==================== uart_tx_ctrl_flat
## src/rtl/uart_tx_ctrl_if.sv

```systemverilog
// Byte handshake between the host-side byte source and uart_tx_ctrl.
// The master (host) drives data/valid; the slave (controller) drives ready.
interface uart_tx_ctrl_if #(
  parameter int DATA_BITS = 8
);
  logic [DATA_BITS-1:0] tx_data;
  logic                 tx_valid;
  logic                 tx_ready;

  modport master (output tx_data, output tx_valid, input tx_ready);
  modport slave  (input tx_data, input tx_valid, output tx_ready);
endinterface

```

## src/rtl/uart_tx_ctrl.sv

```systemverilog
// uart_tx_ctrl: UART transmit sequencer. Accepts one byte over a valid/ready
// handshake and serialises start, data (LSB first), optional parity and stop
// bits, each held for BAUD_DIV clocks.
// Optional feature macro: UART_TX_PARITY_EN (inserts a parity bit after DATA;
// PARITY_ODD selects odd parity). Undefined by default.
//
//   state     | meaning
//   ----------+-----------------------------------------------
//   ST_IDLE   | line high, ready for a byte
//   ST_START  | start bit (line low)
//   ST_DATA   | data bits, shift[0] on the line, LSB first
//   ST_PARITY | parity of the latched byte (UART_TX_PARITY_EN only)
//   ST_STOP   | stop bit (line high), done pulses on exit
module uart_tx_ctrl #(
  parameter int BAUD_DIV   = 434,
  parameter int DATA_BITS  = 8,
  parameter int PARITY_ODD = 0
) (
  input  logic           i_clk,
  input  logic           i_rst_n,
  uart_tx_ctrl_if.slave  bus,
  output logic           o_tx,
  output logic           o_busy,
  output logic           o_done
);

  localparam int CNT_W = $clog2(BAUD_DIV);
  localparam int BIT_W = $clog2(DATA_BITS);
  localparam logic [CNT_W-1:0] BAUD_LAST = CNT_W'(BAUD_DIV - 1);
  localparam logic [BIT_W-1:0] BIT_LAST  = BIT_W'(DATA_BITS - 1);

  if (BAUD_DIV < 2 || DATA_BITS < 5 || DATA_BITS > 8 ||
      PARITY_ODD < 0 || PARITY_ODD > 1) begin : g_bad_params
    $error("uart_tx_ctrl: illegal parameter set");
  end

  typedef enum logic [2:0] {
    ST_IDLE   = 3'd0,
    ST_START  = 3'd1,
    ST_DATA   = 3'd2,
`ifdef UART_TX_PARITY_EN
    ST_PARITY = 3'd3,
`endif
    ST_STOP   = 3'd4
  } state_t;

  state_t               r_state, w_state_nxt;
  logic [CNT_W-1:0]     r_baud, w_baud_nxt;
  logic [BIT_W-1:0]     r_bit, w_bit_nxt;
  logic [DATA_BITS-1:0] r_shift, w_shift_nxt;
  logic                 r_tx, w_tx_nxt;
  logic                 r_ready;
  logic                 r_busy;
  logic                 r_done;
  logic                 w_bit_end;
`ifdef UART_TX_PARITY_EN
  logic                 r_par;
`endif

  assign w_bit_end    = (r_baud == BAUD_LAST);
  assign bus.tx_ready = r_ready;
  assign o_tx         = r_tx;
  assign o_busy       = r_busy;
  assign o_done       = r_done;

  // State register and registered outputs; tx is flopped so the pin never glitches.
  always_ff @(posedge i_clk or negedge i_rst_n) begin
    if (!i_rst_n) begin
      r_state <= ST_IDLE;
      r_baud  <= '0;
      r_bit   <= '0;
      r_shift <= '0;
      r_tx    <= 1'b1;
      r_ready <= 1'b1;
      r_busy  <= 1'b0;
      r_done  <= 1'b0;
    end else begin
      r_state <= w_state_nxt;
      r_baud  <= w_baud_nxt;
      r_bit   <= w_bit_nxt;
      r_shift <= w_shift_nxt;
      r_tx    <= w_tx_nxt;
      r_ready <= (w_state_nxt == ST_IDLE);
      r_busy  <= (w_state_nxt != ST_IDLE);
      r_done  <= (r_state == ST_STOP) && w_bit_end;
    end
  end

`ifdef UART_TX_PARITY_EN
  // Parity comes from the byte as accepted, not from the shifting copy.
  always_ff @(posedge i_clk or negedge i_rst_n) begin
    if (!i_rst_n) begin
      r_par <= 1'b0;
    end else if (r_state == ST_IDLE && bus.tx_valid) begin
      r_par <= (^bus.tx_data) ^ (PARITY_ODD != 0);
    end
  end
`endif

  // Next-state, shift, bit and baud counter logic, plus the next line level.
  always_comb begin
    w_state_nxt = r_state;
    w_baud_nxt  = r_baud;
    w_bit_nxt   = r_bit;
    w_shift_nxt = r_shift;
    w_tx_nxt    = 1'b1;

    if (r_state != ST_IDLE) begin
      w_baud_nxt = w_bit_end ? '0 : r_baud + CNT_W'(1);
    end

    case (r_state)
      ST_IDLE: begin
        if (bus.tx_valid) begin
          w_state_nxt = ST_START;
          w_shift_nxt = bus.tx_data;
          w_baud_nxt  = '0;
          w_bit_nxt   = '0;
        end
      end
      ST_START: begin
        if (w_bit_end) begin
          w_state_nxt = ST_DATA;
          w_bit_nxt   = '0;
        end
      end
      ST_DATA: begin
        if (w_bit_end) begin
          w_shift_nxt = r_shift >> 1;
          if (r_bit == BIT_LAST) begin
`ifdef UART_TX_PARITY_EN
            w_state_nxt = ST_PARITY;
`else
            w_state_nxt = ST_STOP;
`endif
          end else begin
            w_bit_nxt = r_bit + BIT_W'(1);
          end
        end
      end
`ifdef UART_TX_PARITY_EN
      ST_PARITY: begin
        if (w_bit_end) w_state_nxt = ST_STOP;
      end
`endif
      ST_STOP: begin
        if (w_bit_end) w_state_nxt = ST_IDLE;
      end
      default: w_state_nxt = ST_IDLE;
    endcase

    case (w_state_nxt)
      ST_START:  w_tx_nxt = 1'b0;
      ST_DATA:   w_tx_nxt = w_shift_nxt[0];
`ifdef UART_TX_PARITY_EN
      ST_PARITY: w_tx_nxt = r_par;
`endif
      default:   w_tx_nxt = 1'b1;
    endcase
  end

endmodule

```

## src/flat_wrapper.sv

```systemverilog
// flat-port wrapper written by rule: the top's interface ports become plain ports
module uart_tx_ctrl_flat 
#(
  parameter int BAUD_DIV   = 434,
  parameter int DATA_BITS  = 8,
  parameter int PARITY_ODD = 0
)
  (i_clk, i_rst_n, o_tx, o_busy, o_done, bus_tx_data, bus_tx_valid, bus_tx_ready);
  uart_tx_ctrl_if #(.DATA_BITS(DATA_BITS)) bus_i ();
  input  logic i_clk;
  input  logic i_rst_n;
  output logic o_tx;
  output logic o_busy;
  output logic o_done;
  input wire logic [$bits(bus_i.tx_data)-1:0] bus_tx_data;
  input wire logic [$bits(bus_i.tx_valid)-1:0] bus_tx_valid;
  output wire logic [$bits(bus_i.tx_ready)-1:0] bus_tx_ready;
  assign bus_i.tx_data = bus_tx_data;
  assign bus_i.tx_valid = bus_tx_valid;
  assign bus_tx_ready = bus_i.tx_ready;
  uart_tx_ctrl #(.BAUD_DIV(BAUD_DIV), .DATA_BITS(DATA_BITS), .PARITY_ODD(PARITY_ODD)) u_core (.i_clk(i_clk), .i_rst_n(i_rst_n), .bus(bus_i), .o_tx(o_tx), .o_busy(o_busy), .o_done(o_done));
endmodule
```

## config.mk

```make
export PLATFORM = sky130hd
export DESIGN_NAME = uart_tx_ctrl_flat
export DESIGN_NICKNAME = d
export VERILOG_FILES = /design/src/rtl/uart_tx_ctrl_if.sv /design/src/rtl/uart_tx_ctrl.sv /design/src/flat_wrapper.sv
export SDC_FILE = /design/constraint.sdc
export NUM_CORES = 1
export LEC_CHECK = 0
export CAP_MARGIN = 5
export CORE_UTILIZATION = 31
export DETAILED_ROUTE_END_ITERATION = 10
export PLACE_DENSITY = 0.46
export SETUP_SLACK_MARGIN = 0.5
export SLEW_MARGIN = 20
export SYNTH_ARGS = -nofsm -noshare
export SYNTH_HDL_FRONTEND = slang
export SYNTH_SLANG_ARGS = --single-unit
```

## constraint.sdc

```tcl
create_clock -name i_clk -period 2.2 [get_ports i_clk]
set_clock_uncertainty 0.15 [all_clocks]
set_input_delay 0.22 -clock i_clk [delete_from_list [all_inputs] [get_ports i_clk]]
set_output_delay 0.22 -clock i_clk [all_outputs]
set_load 0.02 [all_outputs]
```

==================== hilo_muldiv_seq
==> src/rtl/hilo_muldiv_seq.sv <==
// HI/LO owner: iterative MULT/MULTU/DIV/DIVU sequencer, 34 cycles from start to done.
// Raises stall_req while busy; MTHI/MTLO are accepted only when idle.
module hilo_muldiv_seq #(
  parameter int DATA_WIDTH = 32,
  parameter int ITER_CNT   = 32
) (
  input  logic                  clk,
  input  logic                  rst,
  input  logic                  start,
  input  logic [1:0]            op,
  input  logic [DATA_WIDTH-1:0] operand_1,
  input  logic [DATA_WIDTH-1:0] operand_2,
  input  logic                  cancel,
  input  logic                  hi_write_en,
  input  logic                  lo_write_en,
  input  logic [DATA_WIDTH-1:0] hilo_write_data,
  output logic                  busy,
  output logic                  done,
  output logic                  stall_req,
  output logic [DATA_WIDTH-1:0] hi,
  output logic [DATA_WIDTH-1:0] lo
);
  localparam int W  = DATA_WIDTH;
  localparam int CW = $clog2(ITER_CNT + 1);
  localparam logic [CW-1:0] LAST = CW'(ITER_CNT - 1);

  typedef enum logic [1:0] {S_IDLE, S_CALC, S_FIX} state_t;

  state_t          r_state, w_next;
  logic [CW-1:0]   r_cnt;
  logic [2*W-1:0]  r_acc;
  logic [W-1:0]    r_a, r_b, r_op1, r_hi, r_lo;
  logic            r_is_div, r_neg_a, r_neg_b, r_done;

  logic            w_busy, w_accept, w_commit;
  logic            w_signed, w_neg_a, w_neg_b, w_sign_diff;
  logic [W-1:0]    w_mag_a, w_mag_b;
  logic [W:0]      w_madd;
  logic [2*W-1:0]  w_mul_nxt, w_div_nxt, w_prod;
  logic [W:0]      w_part;
  logic [W+1:0]    w_diff;
  logic [W-1:0]    w_quo, w_rem, w_new_hi, w_new_lo;

  always_ff @(posedge clk) begin
    if (rst) r_state <= S_IDLE;
    else     r_state <= w_next;
  end

  always_comb begin
    w_next = r_state;
    case (r_state)
      S_IDLE:  if (start && !cancel) w_next = S_CALC;
      S_CALC:  if (cancel) w_next = S_IDLE;
               else if (r_cnt == LAST) w_next = S_FIX;
      S_FIX:   w_next = S_IDLE;
      default: w_next = S_IDLE;
    endcase
  end

  always_comb begin
    w_busy   = (r_state != S_IDLE);
    w_accept = (r_state == S_IDLE) && start && !cancel;
    w_commit = (r_state == S_FIX) && !cancel;
  end

  // Operand magnitudes; only MULT and DIV (op[0]==0) treat operands as signed.
  assign w_signed = ~op[0];
  assign w_neg_a  = w_signed & operand_1[W-1];
  assign w_neg_b  = w_signed & operand_2[W-1];
  assign w_mag_a  = w_neg_a ? (~operand_1 + 1'b1) : operand_1;
  assign w_mag_b  = w_neg_b ? (~operand_2 + 1'b1) : operand_2;

  // Shift-add: multiplier sits in the low half and is consumed LSB first.
  assign w_madd    = {1'b0, r_acc[2*W-1:W]} + (r_acc[0] ? {1'b0, r_a} : {(W+1){1'b0}});
  assign w_mul_nxt = {w_madd, r_acc[W-1:1]};

  // Restoring divide on {rem,quo}; the shifted partial remainder needs W+1 bits.
  assign w_part    = r_acc[2*W-1:W-1];
  assign w_diff    = {1'b0, w_part} - {2'b00, r_b};
  assign w_div_nxt = w_diff[W+1] ? {r_acc[2*W-2:0], 1'b0}
                                 : {w_diff[W-1:0], r_acc[W-2:0], 1'b1};

  assign w_sign_diff = r_neg_a ^ r_neg_b;
  assign w_prod = w_sign_diff ? (~r_acc + 1'b1) : r_acc;
  assign w_quo  = w_sign_diff ? (~r_acc[W-1:0] + 1'b1) : r_acc[W-1:0];
  assign w_rem  = r_neg_a ? (~r_acc[2*W-1:W] + 1'b1) : r_acc[2*W-1:W];

  always_comb begin
    w_new_hi = w_prod[2*W-1:W];
    w_new_lo = w_prod[W-1:0];
    if (r_is_div) begin
      if (r_b == '0) begin
        w_new_hi = r_op1;
        w_new_lo = '1;
      end else begin
        w_new_hi = w_rem;
        w_new_lo = w_quo;
      end
    end
  end

  always_ff @(posedge clk) begin
    if (rst) begin
      r_cnt    <= '0;
      r_acc    <= '0;
      r_a      <= '0;
      r_b      <= '0;
      r_op1    <= '0;
      r_is_div <= 1'b0;
      r_neg_a  <= 1'b0;
      r_neg_b  <= 1'b0;
      r_hi     <= '0;
      r_lo     <= '0;
      r_done   <= 1'b0;
    end else begin
      if (w_accept) begin
        r_cnt    <= '0;
        r_a      <= w_mag_a;
        r_b      <= w_mag_b;
        r_op1    <= operand_1;
        r_is_div <= op[1];
        r_neg_a  <= w_neg_a;
        r_neg_b  <= w_neg_b;
        r_acc    <= op[1] ? {{W{1'b0}}, w_mag_a} : {{W{1'b0}}, w_mag_b};
      end else if (r_state == S_CALC) begin
        r_cnt <= r_cnt + 1'b1;
        r_acc <= r_is_div ? w_div_nxt : w_mul_nxt;
      end

      // MTHI/MTLO land only while idle; a commit can never coincide with idle.
      if (w_commit) begin
        r_hi <= w_new_hi;
        r_lo <= w_new_lo;
      end else if (r_state == S_IDLE) begin
        if (hi_write_en) r_hi <= hilo_write_data;
        if (lo_write_en) r_lo <= hilo_write_data;
      end
      r_done <= w_commit;
    end
  end

  assign busy      = w_busy;
  assign stall_req = start | w_busy;
  assign done      = r_done;
  assign hi        = r_hi;
  assign lo        = r_lo;
endmodule

==> config.mk <==
export PLATFORM = sky130hd
export DESIGN_NAME = hilo_muldiv_seq
export DESIGN_NICKNAME = d
export VERILOG_FILES = /design/src/rtl/hilo_muldiv_seq.sv
export SDC_FILE = /design/constraint.sdc
export NUM_CORES = 1
export LEC_CHECK = 0
export CORE_UTILIZATION = 30
export DETAILED_ROUTE_END_ITERATION = 7
export PLACE_DENSITY_LB_ADDON = 0.1
export SLEW_MARGIN = 5
export SYNTH_ARGS = -nofsm -noshare
export SYNTH_HDL_FRONTEND = slang
export SYNTH_SLANG_ARGS = --single-unit
==> constraint.sdc <==
create_clock -name clk -period 6.2 [get_ports clk]
set_input_delay 0.62 -clock clk [delete_from_list [all_inputs] [get_ports clk]]
set_output_delay 0.62 -clock clk [all_outputs]
set_load 0.03 [all_outputs]
==================== wave_pwm_driver
`config.mk`:
```
export PLATFORM = sky130hd
export DESIGN_NAME = wave_pwm_driver
export DESIGN_NICKNAME = d
export VERILOG_FILES = /design/src/rtl/wave_pwm_driver.sv
export SDC_FILE = /design/constraint.sdc
export NUM_CORES = 1
export LEC_CHECK = 0
export CORE_UTILIZATION = 57
export DETAILED_ROUTE_END_ITERATION = 12
export HOLD_SLACK_MARGIN = 0.12
export PLACE_DENSITY = 0.83
export SKIP_LAST_GASP = 1
export SYNTH_ARGS = -nofsm -noshare
export SYNTH_HDL_FRONTEND = slang
export SYNTH_SLANG_ARGS = --single-unit
export TNS_END_PERCENT = 1
```
`constraint.sdc`:
```
create_clock -name clk -period 4.5 [get_ports clk]
set_clock_uncertainty 0.2 [all_clocks]
set_input_delay 1.35 -clock clk [delete_from_list [all_inputs] [get_ports clk]]
set_output_delay 1.35 -clock clk [all_outputs]
set_load 0.005 [all_outputs]
```
`src/rtl/wave_pwm_driver.sv`:
```
// Purpose: turns triangle-wave samples into fixed 2^WIDTH-tick PWM frames and monitors the wave shape.
// Latency: pwm_out lags the frame counter by 1 clk; the monitor pulses land on the edge sampling the new wave.
// Backpressure: none; the wave is consumed every clk, and en gates only the PWM path.
`timescale 1ns/1ps
module wave_pwm_driver #(
   parameter int WIDTH    = 5,
   parameter int PRESCALE = 1,
   parameter int CNT_W    = 16
) (
   input  logic             clk,
   input  logic             rst_n,
   input  logic             en,
   input  logic [WIDTH-1:0] wave,
   output logic             pwm_out,
   output logic [WIDTH-1:0] duty,
   output logic             frame_start,
   output logic             peak_pulse,
   output logic             trough_pulse,
   output logic             step_err,
   output logic [CNT_W-1:0] cycle_cnt
);

   localparam int               PSC_W    = (PRESCALE > 1) ? $clog2(PRESCALE) : 1;
   localparam logic [PSC_W-1:0] PSC_LAST = PSC_W'(PRESCALE - 1);
   localparam logic [WIDTH-1:0] CNT_LAST = '1;
   localparam logic [WIDTH:0]   ONE_LSB  = (WIDTH+1)'(1);

   typedef enum logic {IDLE = 1'b0, RUN = 1'b1} state_t;
   typedef enum logic {DOWN = 1'b0, UP  = 1'b1} dir_t;

   state_t           state, state_nxt;
   logic [PSC_W-1:0] psc, psc_nxt;
   logic [WIDTH-1:0] cnt, cnt_nxt;
   logic [WIDTH-1:0] duty_nxt;
   logic             frame_start_nxt;
   logic             tick;

   logic [WIDTH-1:0] wave_d;
   logic             hist_v;
   dir_t             dir;
   logic [WIDTH:0]   step_mag;

   assign tick = (psc == PSC_LAST);

   // PWM state register; the output compares the pre-edge counter against the latched duty
   always_ff @(posedge clk or negedge rst_n) begin
      if (!rst_n) begin
         state       <= IDLE;
         psc         <= '0;
         cnt         <= '0;
         duty        <= '0;
         frame_start <= 1'b0;
         pwm_out     <= 1'b0;
      end else begin
         state       <= state_nxt;
         psc         <= psc_nxt;
         cnt         <= cnt_nxt;
         duty        <= duty_nxt;
         frame_start <= frame_start_nxt;
         pwm_out     <= (state == RUN) && (cnt < duty);
      end
   end

   // Next-state logic: duty is only re-latched on frame entry or at the end of a full frame
   always_comb begin
      state_nxt       = state;
      psc_nxt         = psc;
      cnt_nxt         = cnt;
      duty_nxt        = duty;
      frame_start_nxt = 1'b0;
      case (state)
         IDLE: begin
            psc_nxt = '0;
            cnt_nxt = '0;
            if (en) begin
               state_nxt       = RUN;
               duty_nxt        = wave;
               frame_start_nxt = 1'b1;
            end
         end
         RUN: begin
            if (!en) begin
               state_nxt = IDLE;
               psc_nxt   = '0;
               cnt_nxt   = '0;
            end else if (tick) begin
               psc_nxt = '0;
               cnt_nxt = cnt + 1'b1;
               if (cnt == CNT_LAST) begin
                  duty_nxt        = wave;
                  frame_start_nxt = 1'b1;
               end
            end else begin
               psc_nxt = psc + 1'b1;
            end
         end
         default: state_nxt = IDLE;
      endcase
   end

   // Absolute step between consecutive samples, widened so 31->0 does not wrap
   always_comb begin
      step_mag = '0;
      if (wave > wave_d) step_mag = {1'b0, wave} - {1'b0, wave_d};
      else               step_mag = {1'b0, wave_d} - {1'b0, wave};
   end

   // Waveform monitor: reversal pulses, illegal-step flag and saturating trough counter
   always_ff @(posedge clk or negedge rst_n) begin
      if (!rst_n) begin
         wave_d       <= '0;
         hist_v       <= 1'b0;
         dir          <= UP;
         peak_pulse   <= 1'b0;
         trough_pulse <= 1'b0;
         step_err     <= 1'b0;
         cycle_cnt    <= '0;
      end else begin
         wave_d       <= wave;
         hist_v       <= 1'b1;
         peak_pulse   <= 1'b0;
         trough_pulse <= 1'b0;
         step_err     <= hist_v && (step_mag > ONE_LSB);
         if (hist_v) begin
            if ((wave > wave_d) && (dir == DOWN)) begin
               trough_pulse <= 1'b1;
               dir          <= UP;
               if (cycle_cnt != '1) cycle_cnt <= cycle_cnt + 1'b1;
            end else if ((wave < wave_d) && (dir == UP)) begin
               peak_pulse <= 1'b1;
               dir        <= DOWN;
            end
         end
      end
   end

endmodule

```
**wave_pwm_driver: met3 routing**

The bar under the picture is 20 um long.
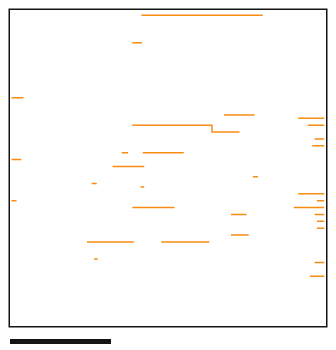
wire length on this layer: 138 um
main direction: horizontal
longest straight run: 23.7 um

==> reports/results.txt, wave_pwm_driver <==
Simple-gate share of the synthesized area: 15.06%
Final TNS setup: 0 ps
WP data arrival: 3760 ps
Non-Filler Instances: 279
Status: completed
Top FF cell, synth: dfrtp_1
Chip Area, Yosys: 2093 um^2
Post-synth EDFFs: 0
Top fanout value on the critical path: 11
Grt total ovfl: 0
Switching Fraction: 27.45%
Hold crit path type: flop to flop
CTS Buf Count: 5
CTS sink cnt: 39
Xor and xnor area share after synthesis: 7.531%
Max Cap Viol: 0
First-pass GRT wire length: 6920 um
Clock group: 0.247 mW
[wave_pwm_driver: worst paths after layout]
check                                from       endpoint  slack (ps)  depth (start not counted)
min in group asynchronous           rst_n  cycle_cnt[15]         900                          1
max in group asynchronous           rst_n   cycle_cnt[5]        2670                          1
worst max register to register  wave_d[0]       step_err        1970                          9
worst min register to register     cnt[0]         cnt[0]         290                          1
worst min-delay path               cnt[0]         cnt[0]         290                          1
worst max-delay path              wave[0]   cycle_cnt[1]         790                          9
[wave_pwm_driver: stage by stage]
step | total power, mW | setup WS [ps] | hold slack [ps] | util [%]
2_1_floorplan | 0.5137 | 1143 | 239.2 | -
3_3_place_gp | 0.5957 | 524.7 | 273.1 | 71.72
3_5_place_dp | 0.6055 | 421.6 | 274.2 | 71.72
4_1_cts | 0.8500 | 823.5 | 294.9 | 74.25
5_1_grt | 0.8879 | 660.0 | 319.3 | 74.25
6_report | 0.8449 | 789.9 | 289.4 | 74.25
[wave_pwm_driver: metal layers]
metal,global-route usage [%],vias up
met5,0,-
met4,11.92,0
met3,5.839,10
met2,37.50,37
met1,29.56,755
li1,-,743
**uart_tx_ctrl_flat: M2 wires**

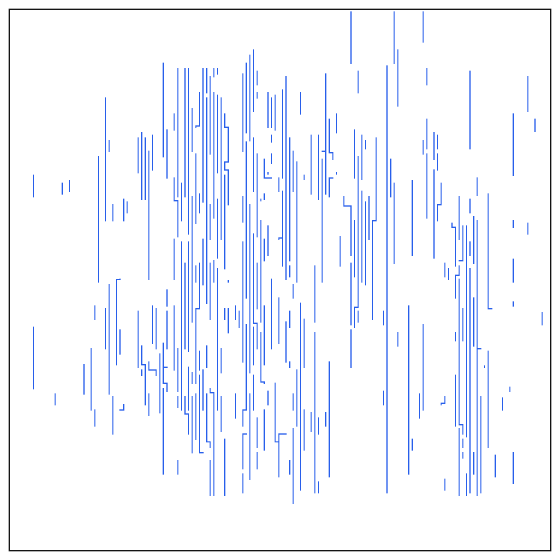
main direction: vertical
wire length on this layer: 1790 um

**uart_tx_ctrl_flat: met3 routing**

The bar under the picture is 20 um long.
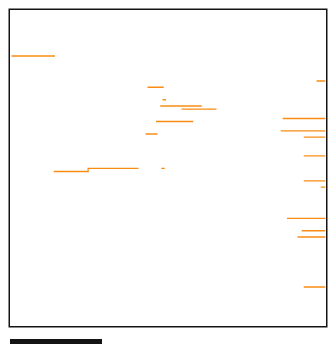
nets with wire on the layer: 18
share of all routed wire: 3.1%
longest straight run: 10.8 um

==> reports/results.txt, uart_tx_ctrl_flat <==
Layout Nets: 196
Comb_multi_in: 97
Cts hold-fix bufs: 0
# resized after CTS: 26
Required @ worst endpoint: 2220 ps
Crit path top cell by count: buf_4
Remaining DRCs: 0
Slew HR: 72.39%
Sw Pwr: 0.1736 mW
Worst path max stage delay: 420 ps
Post-synth top area share: 45.17%
Met1 usage: 22.65%
Initial DRC Count: 43
Post-route ant nets: 0
Cell type with the largest total area: dfrtp_1
Filler Cells Inserted: 373
Combinational fraction of design power: 4.4%
Crit-path slowest cell: dfrtp_1
Pre-antenna DRT Iters: 4
Initial antenna violation count: 0
CP cell instances: buf_4 -> buf_4 -> o21ai_2 -> o31ai_2 -> a211o_1 -> mux2_4
CTS sink cnt: 27
First-pass GRT wire length: 5906 um
CTS Buf Count: 3
Busiest grt layer: met2
Area grow syn2layout: 46.16%
Die Ht: 68.85 um
CTS max path bufs: 2
CTS clk-pin slew, worst paths: 100 ps
Gr usage total: 17.02%
Worst VDD drop: 201.5 uV
Die X: 68.85 um
Setup CP Type: flop to flop
Clock latency at the later pin of the worst-skew pair: 270 ps
Fin crit period: 1849 ps
Top FF cell, synth: dfrtp_1
Overall power: 0.8175 mW
GPL Wtd Cong: 0.8148
Mapped Nets: 148
Clock buffer count: 4
IO Port Bufs: 14
Clock buf/inv share: 2.225%
Top logic cell by instance count in the layout: buf_4
Post-synthesis cell area: 1385 um^2
Area fraction in compound gates: 18.34%
Status: completed
Hold crit path type: primary input to async pin
Clk pwr share: 34.9%
Clock group: 0.285 mW
Seq cells: 27
uart_tx_ctrl_flat: layer usage:
layer  share of wire [%]  routed length, um
met1                  47               1726
met5                   0                  0
met4                 1.1                 40
met3                 3.1                114
met2                  49               1794
uart_tx_ctrl_flat: flip-flops by register name, summed over array words and instances (netlist names):
signal and cells:
u_core.r_bit 3, u_core.r_shift 8, u_core.r_state 3, u_core.bus.tx_ready 1
u_core.r_baud 9, u_core.o_tx 1, u_core.o_busy 1, u_core.o_done 1
uart_tx_ctrl_flat: final timing paths:
| check | start | end | slack [ps] | cells after the start |
|---|---|---|---|---|
| worst max register to register | u_core.r_state[0] | u_core.r_bit[0] | 350 | 6 |
| worst max-delay path | u_core.r_state[0] | u_core.r_bit[0] | 350 | 6 |
| worst min register to register | u_core.r_bit[1] | u_core.r_bit[1] | 370 | 1 |
| max in group asynchronous | i_rst_n | u_core.bus.tx_ready | 1420 | 2 |
| worst min-delay path | i_rst_n | u_core.r_shift[5] | 180 | 2 |
| min in group i_clk | u_core.r_bit[1] | u_core.r_bit[1] | 370 | 1 |
**hilo_muldiv_seq: met3 routing**

The bar under the picture is 50 um long.
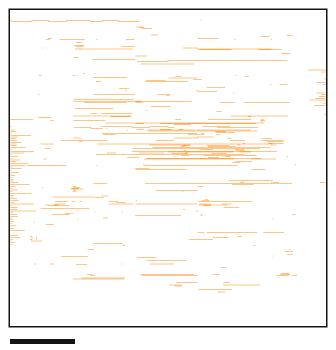
longest straight run: 135 um
wire length on this layer: 4880 um

==> reports/results.txt, hilo_muldiv_seq <==
Min-delay src: r_op1[17]
Setup CP Type: flop to flop
Tool Warnings: 28
Leakage power total: 7.839 nW
Post-synth EDFFs: 0
Unique cell types: 79
Required @ worst endpoint: 6680 ps
First-pass GRT wire length: 111000 um
Cts hold-fix bufs: 0
HPWL after detailed placement: 59560 um
Slew HR: 25.64%
Die Size: 59510 um^2
Initial antenna violation count: 4
WP data arrival: 4540 ps
IO Port Bufs: 170
Synth Warn #: 0
Met3 Wirelength: 4880 um
Max Clock Freq: 0.2468 GHz
P per Cell Area: 220.4 nW/um^2
Routed WL per cell: 24.27 um
Remaining DRCs: 0
CTS Buf Count: 28
Crit-path slowest cell: dfxtp_1
CTS clk-pin slew, worst paths: 70 ps
Filler Cells Inserted: 6111
Die Ht: 244.0 um
Fin. max-slew vios: 0
Pre-antenna DRT Iters: 5
Root buf cell: clkbuf_16
Final worst slack: 2148 ps
DRT met1 WL: 35780 um
Met1 usage: 35.04%
Most frequent cell after synthesis: nor2_1
CP cell instances: and2_1 -> ha_1 -> inv_1 -> fa_1 -> nand2b_1 -> a21oi_1 -> o211ai_1 -> a21o_1 -> o31ai_1 -> a311oi_1 -> o31ai_1 -> mux2i_1 -> a211o_1
Crit path capture type: flop
Inserted Diodes: 0
M2 GR Usage: 38.36%
Hold WS: 464.8 ps
Area grow syn2layout: 17.59%
Clock Skew: 20.55 ps
Status: completed
Gr usage total: 24.85%
Initial DRC Count: 1434
[hilo_muldiv_seq: power by group]
part / internal [mW] / switching [mW] / leakage [nW] / total (mW)
Combinational: 0.418 / 0.708 / 5.47 / 1.13
Sequential: 1.60 / 0.120 / 1.93 / 1.72
Clock: 0.974 / 0.734 / 0.443 / 1.71
Total: 2.99 / 1.56 / 7.84 / 4.55
[hilo_muldiv_seq: layout make-up]
type / instances / share of cell area [%]
Timing Repair Buffer: 190 / 9.009
Clock inverter: 11 / 0.6786
Clock buffer: 38 / 3.817
Inverter: 70 / 1.272
Multi-Input combinational cell: 1832 / 57.79
Sequential cell: 235 / 22.80
Tap cell: 765 / 4.635
[hilo_muldiv_seq: how the worst max path moves through the flow]
stage | startpoint | end | slack [ps] | depth (start not counted)
2_1_floorplan | r_acc[0] | r_acc[59] | 2780 | 15
3_3_place_gp | r_acc[41] | r_acc[36] | 2210 | 11
3_5_place_dp | r_acc[0] | r_acc[59] | 2200 | 13
4_1_cts | r_acc[0] | r_acc[59] | 2180 | 13
5_1_grt | r_acc[0] | r_acc[59] | 1820 | 13
6_report | r_acc[0] | r_acc[59] | 2150 | 13


## Gallery

Clock wiring as the flow saved it.
shot_01.png
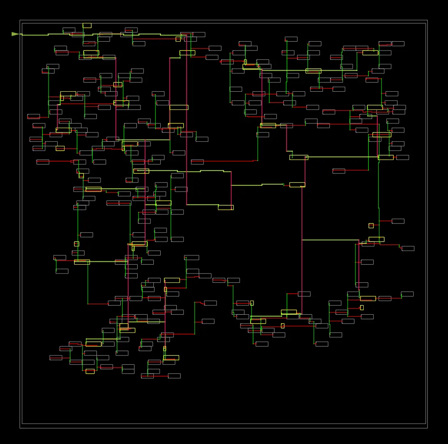
shot_02.png
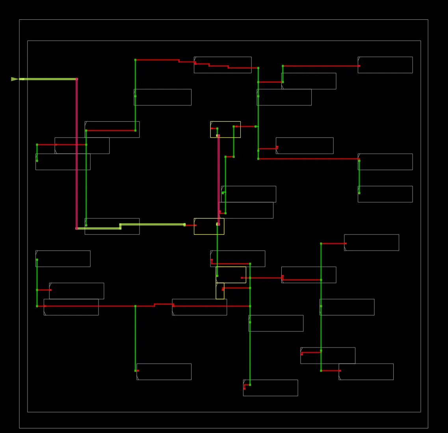
shot_03.png
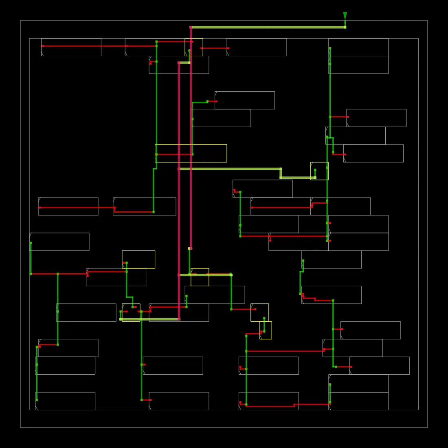
The one with the most sequential cells is shot_01.png.
The one with the most clock buffers is shot_01.png.
- shot_03.png = wave_pwm_driver
- shot_01.png = hilo_muldiv_seq
- shot_02.png = uart_tx_ctrl_flat

Power figures rest on the tool's default switching activity, not on a simulated workload.
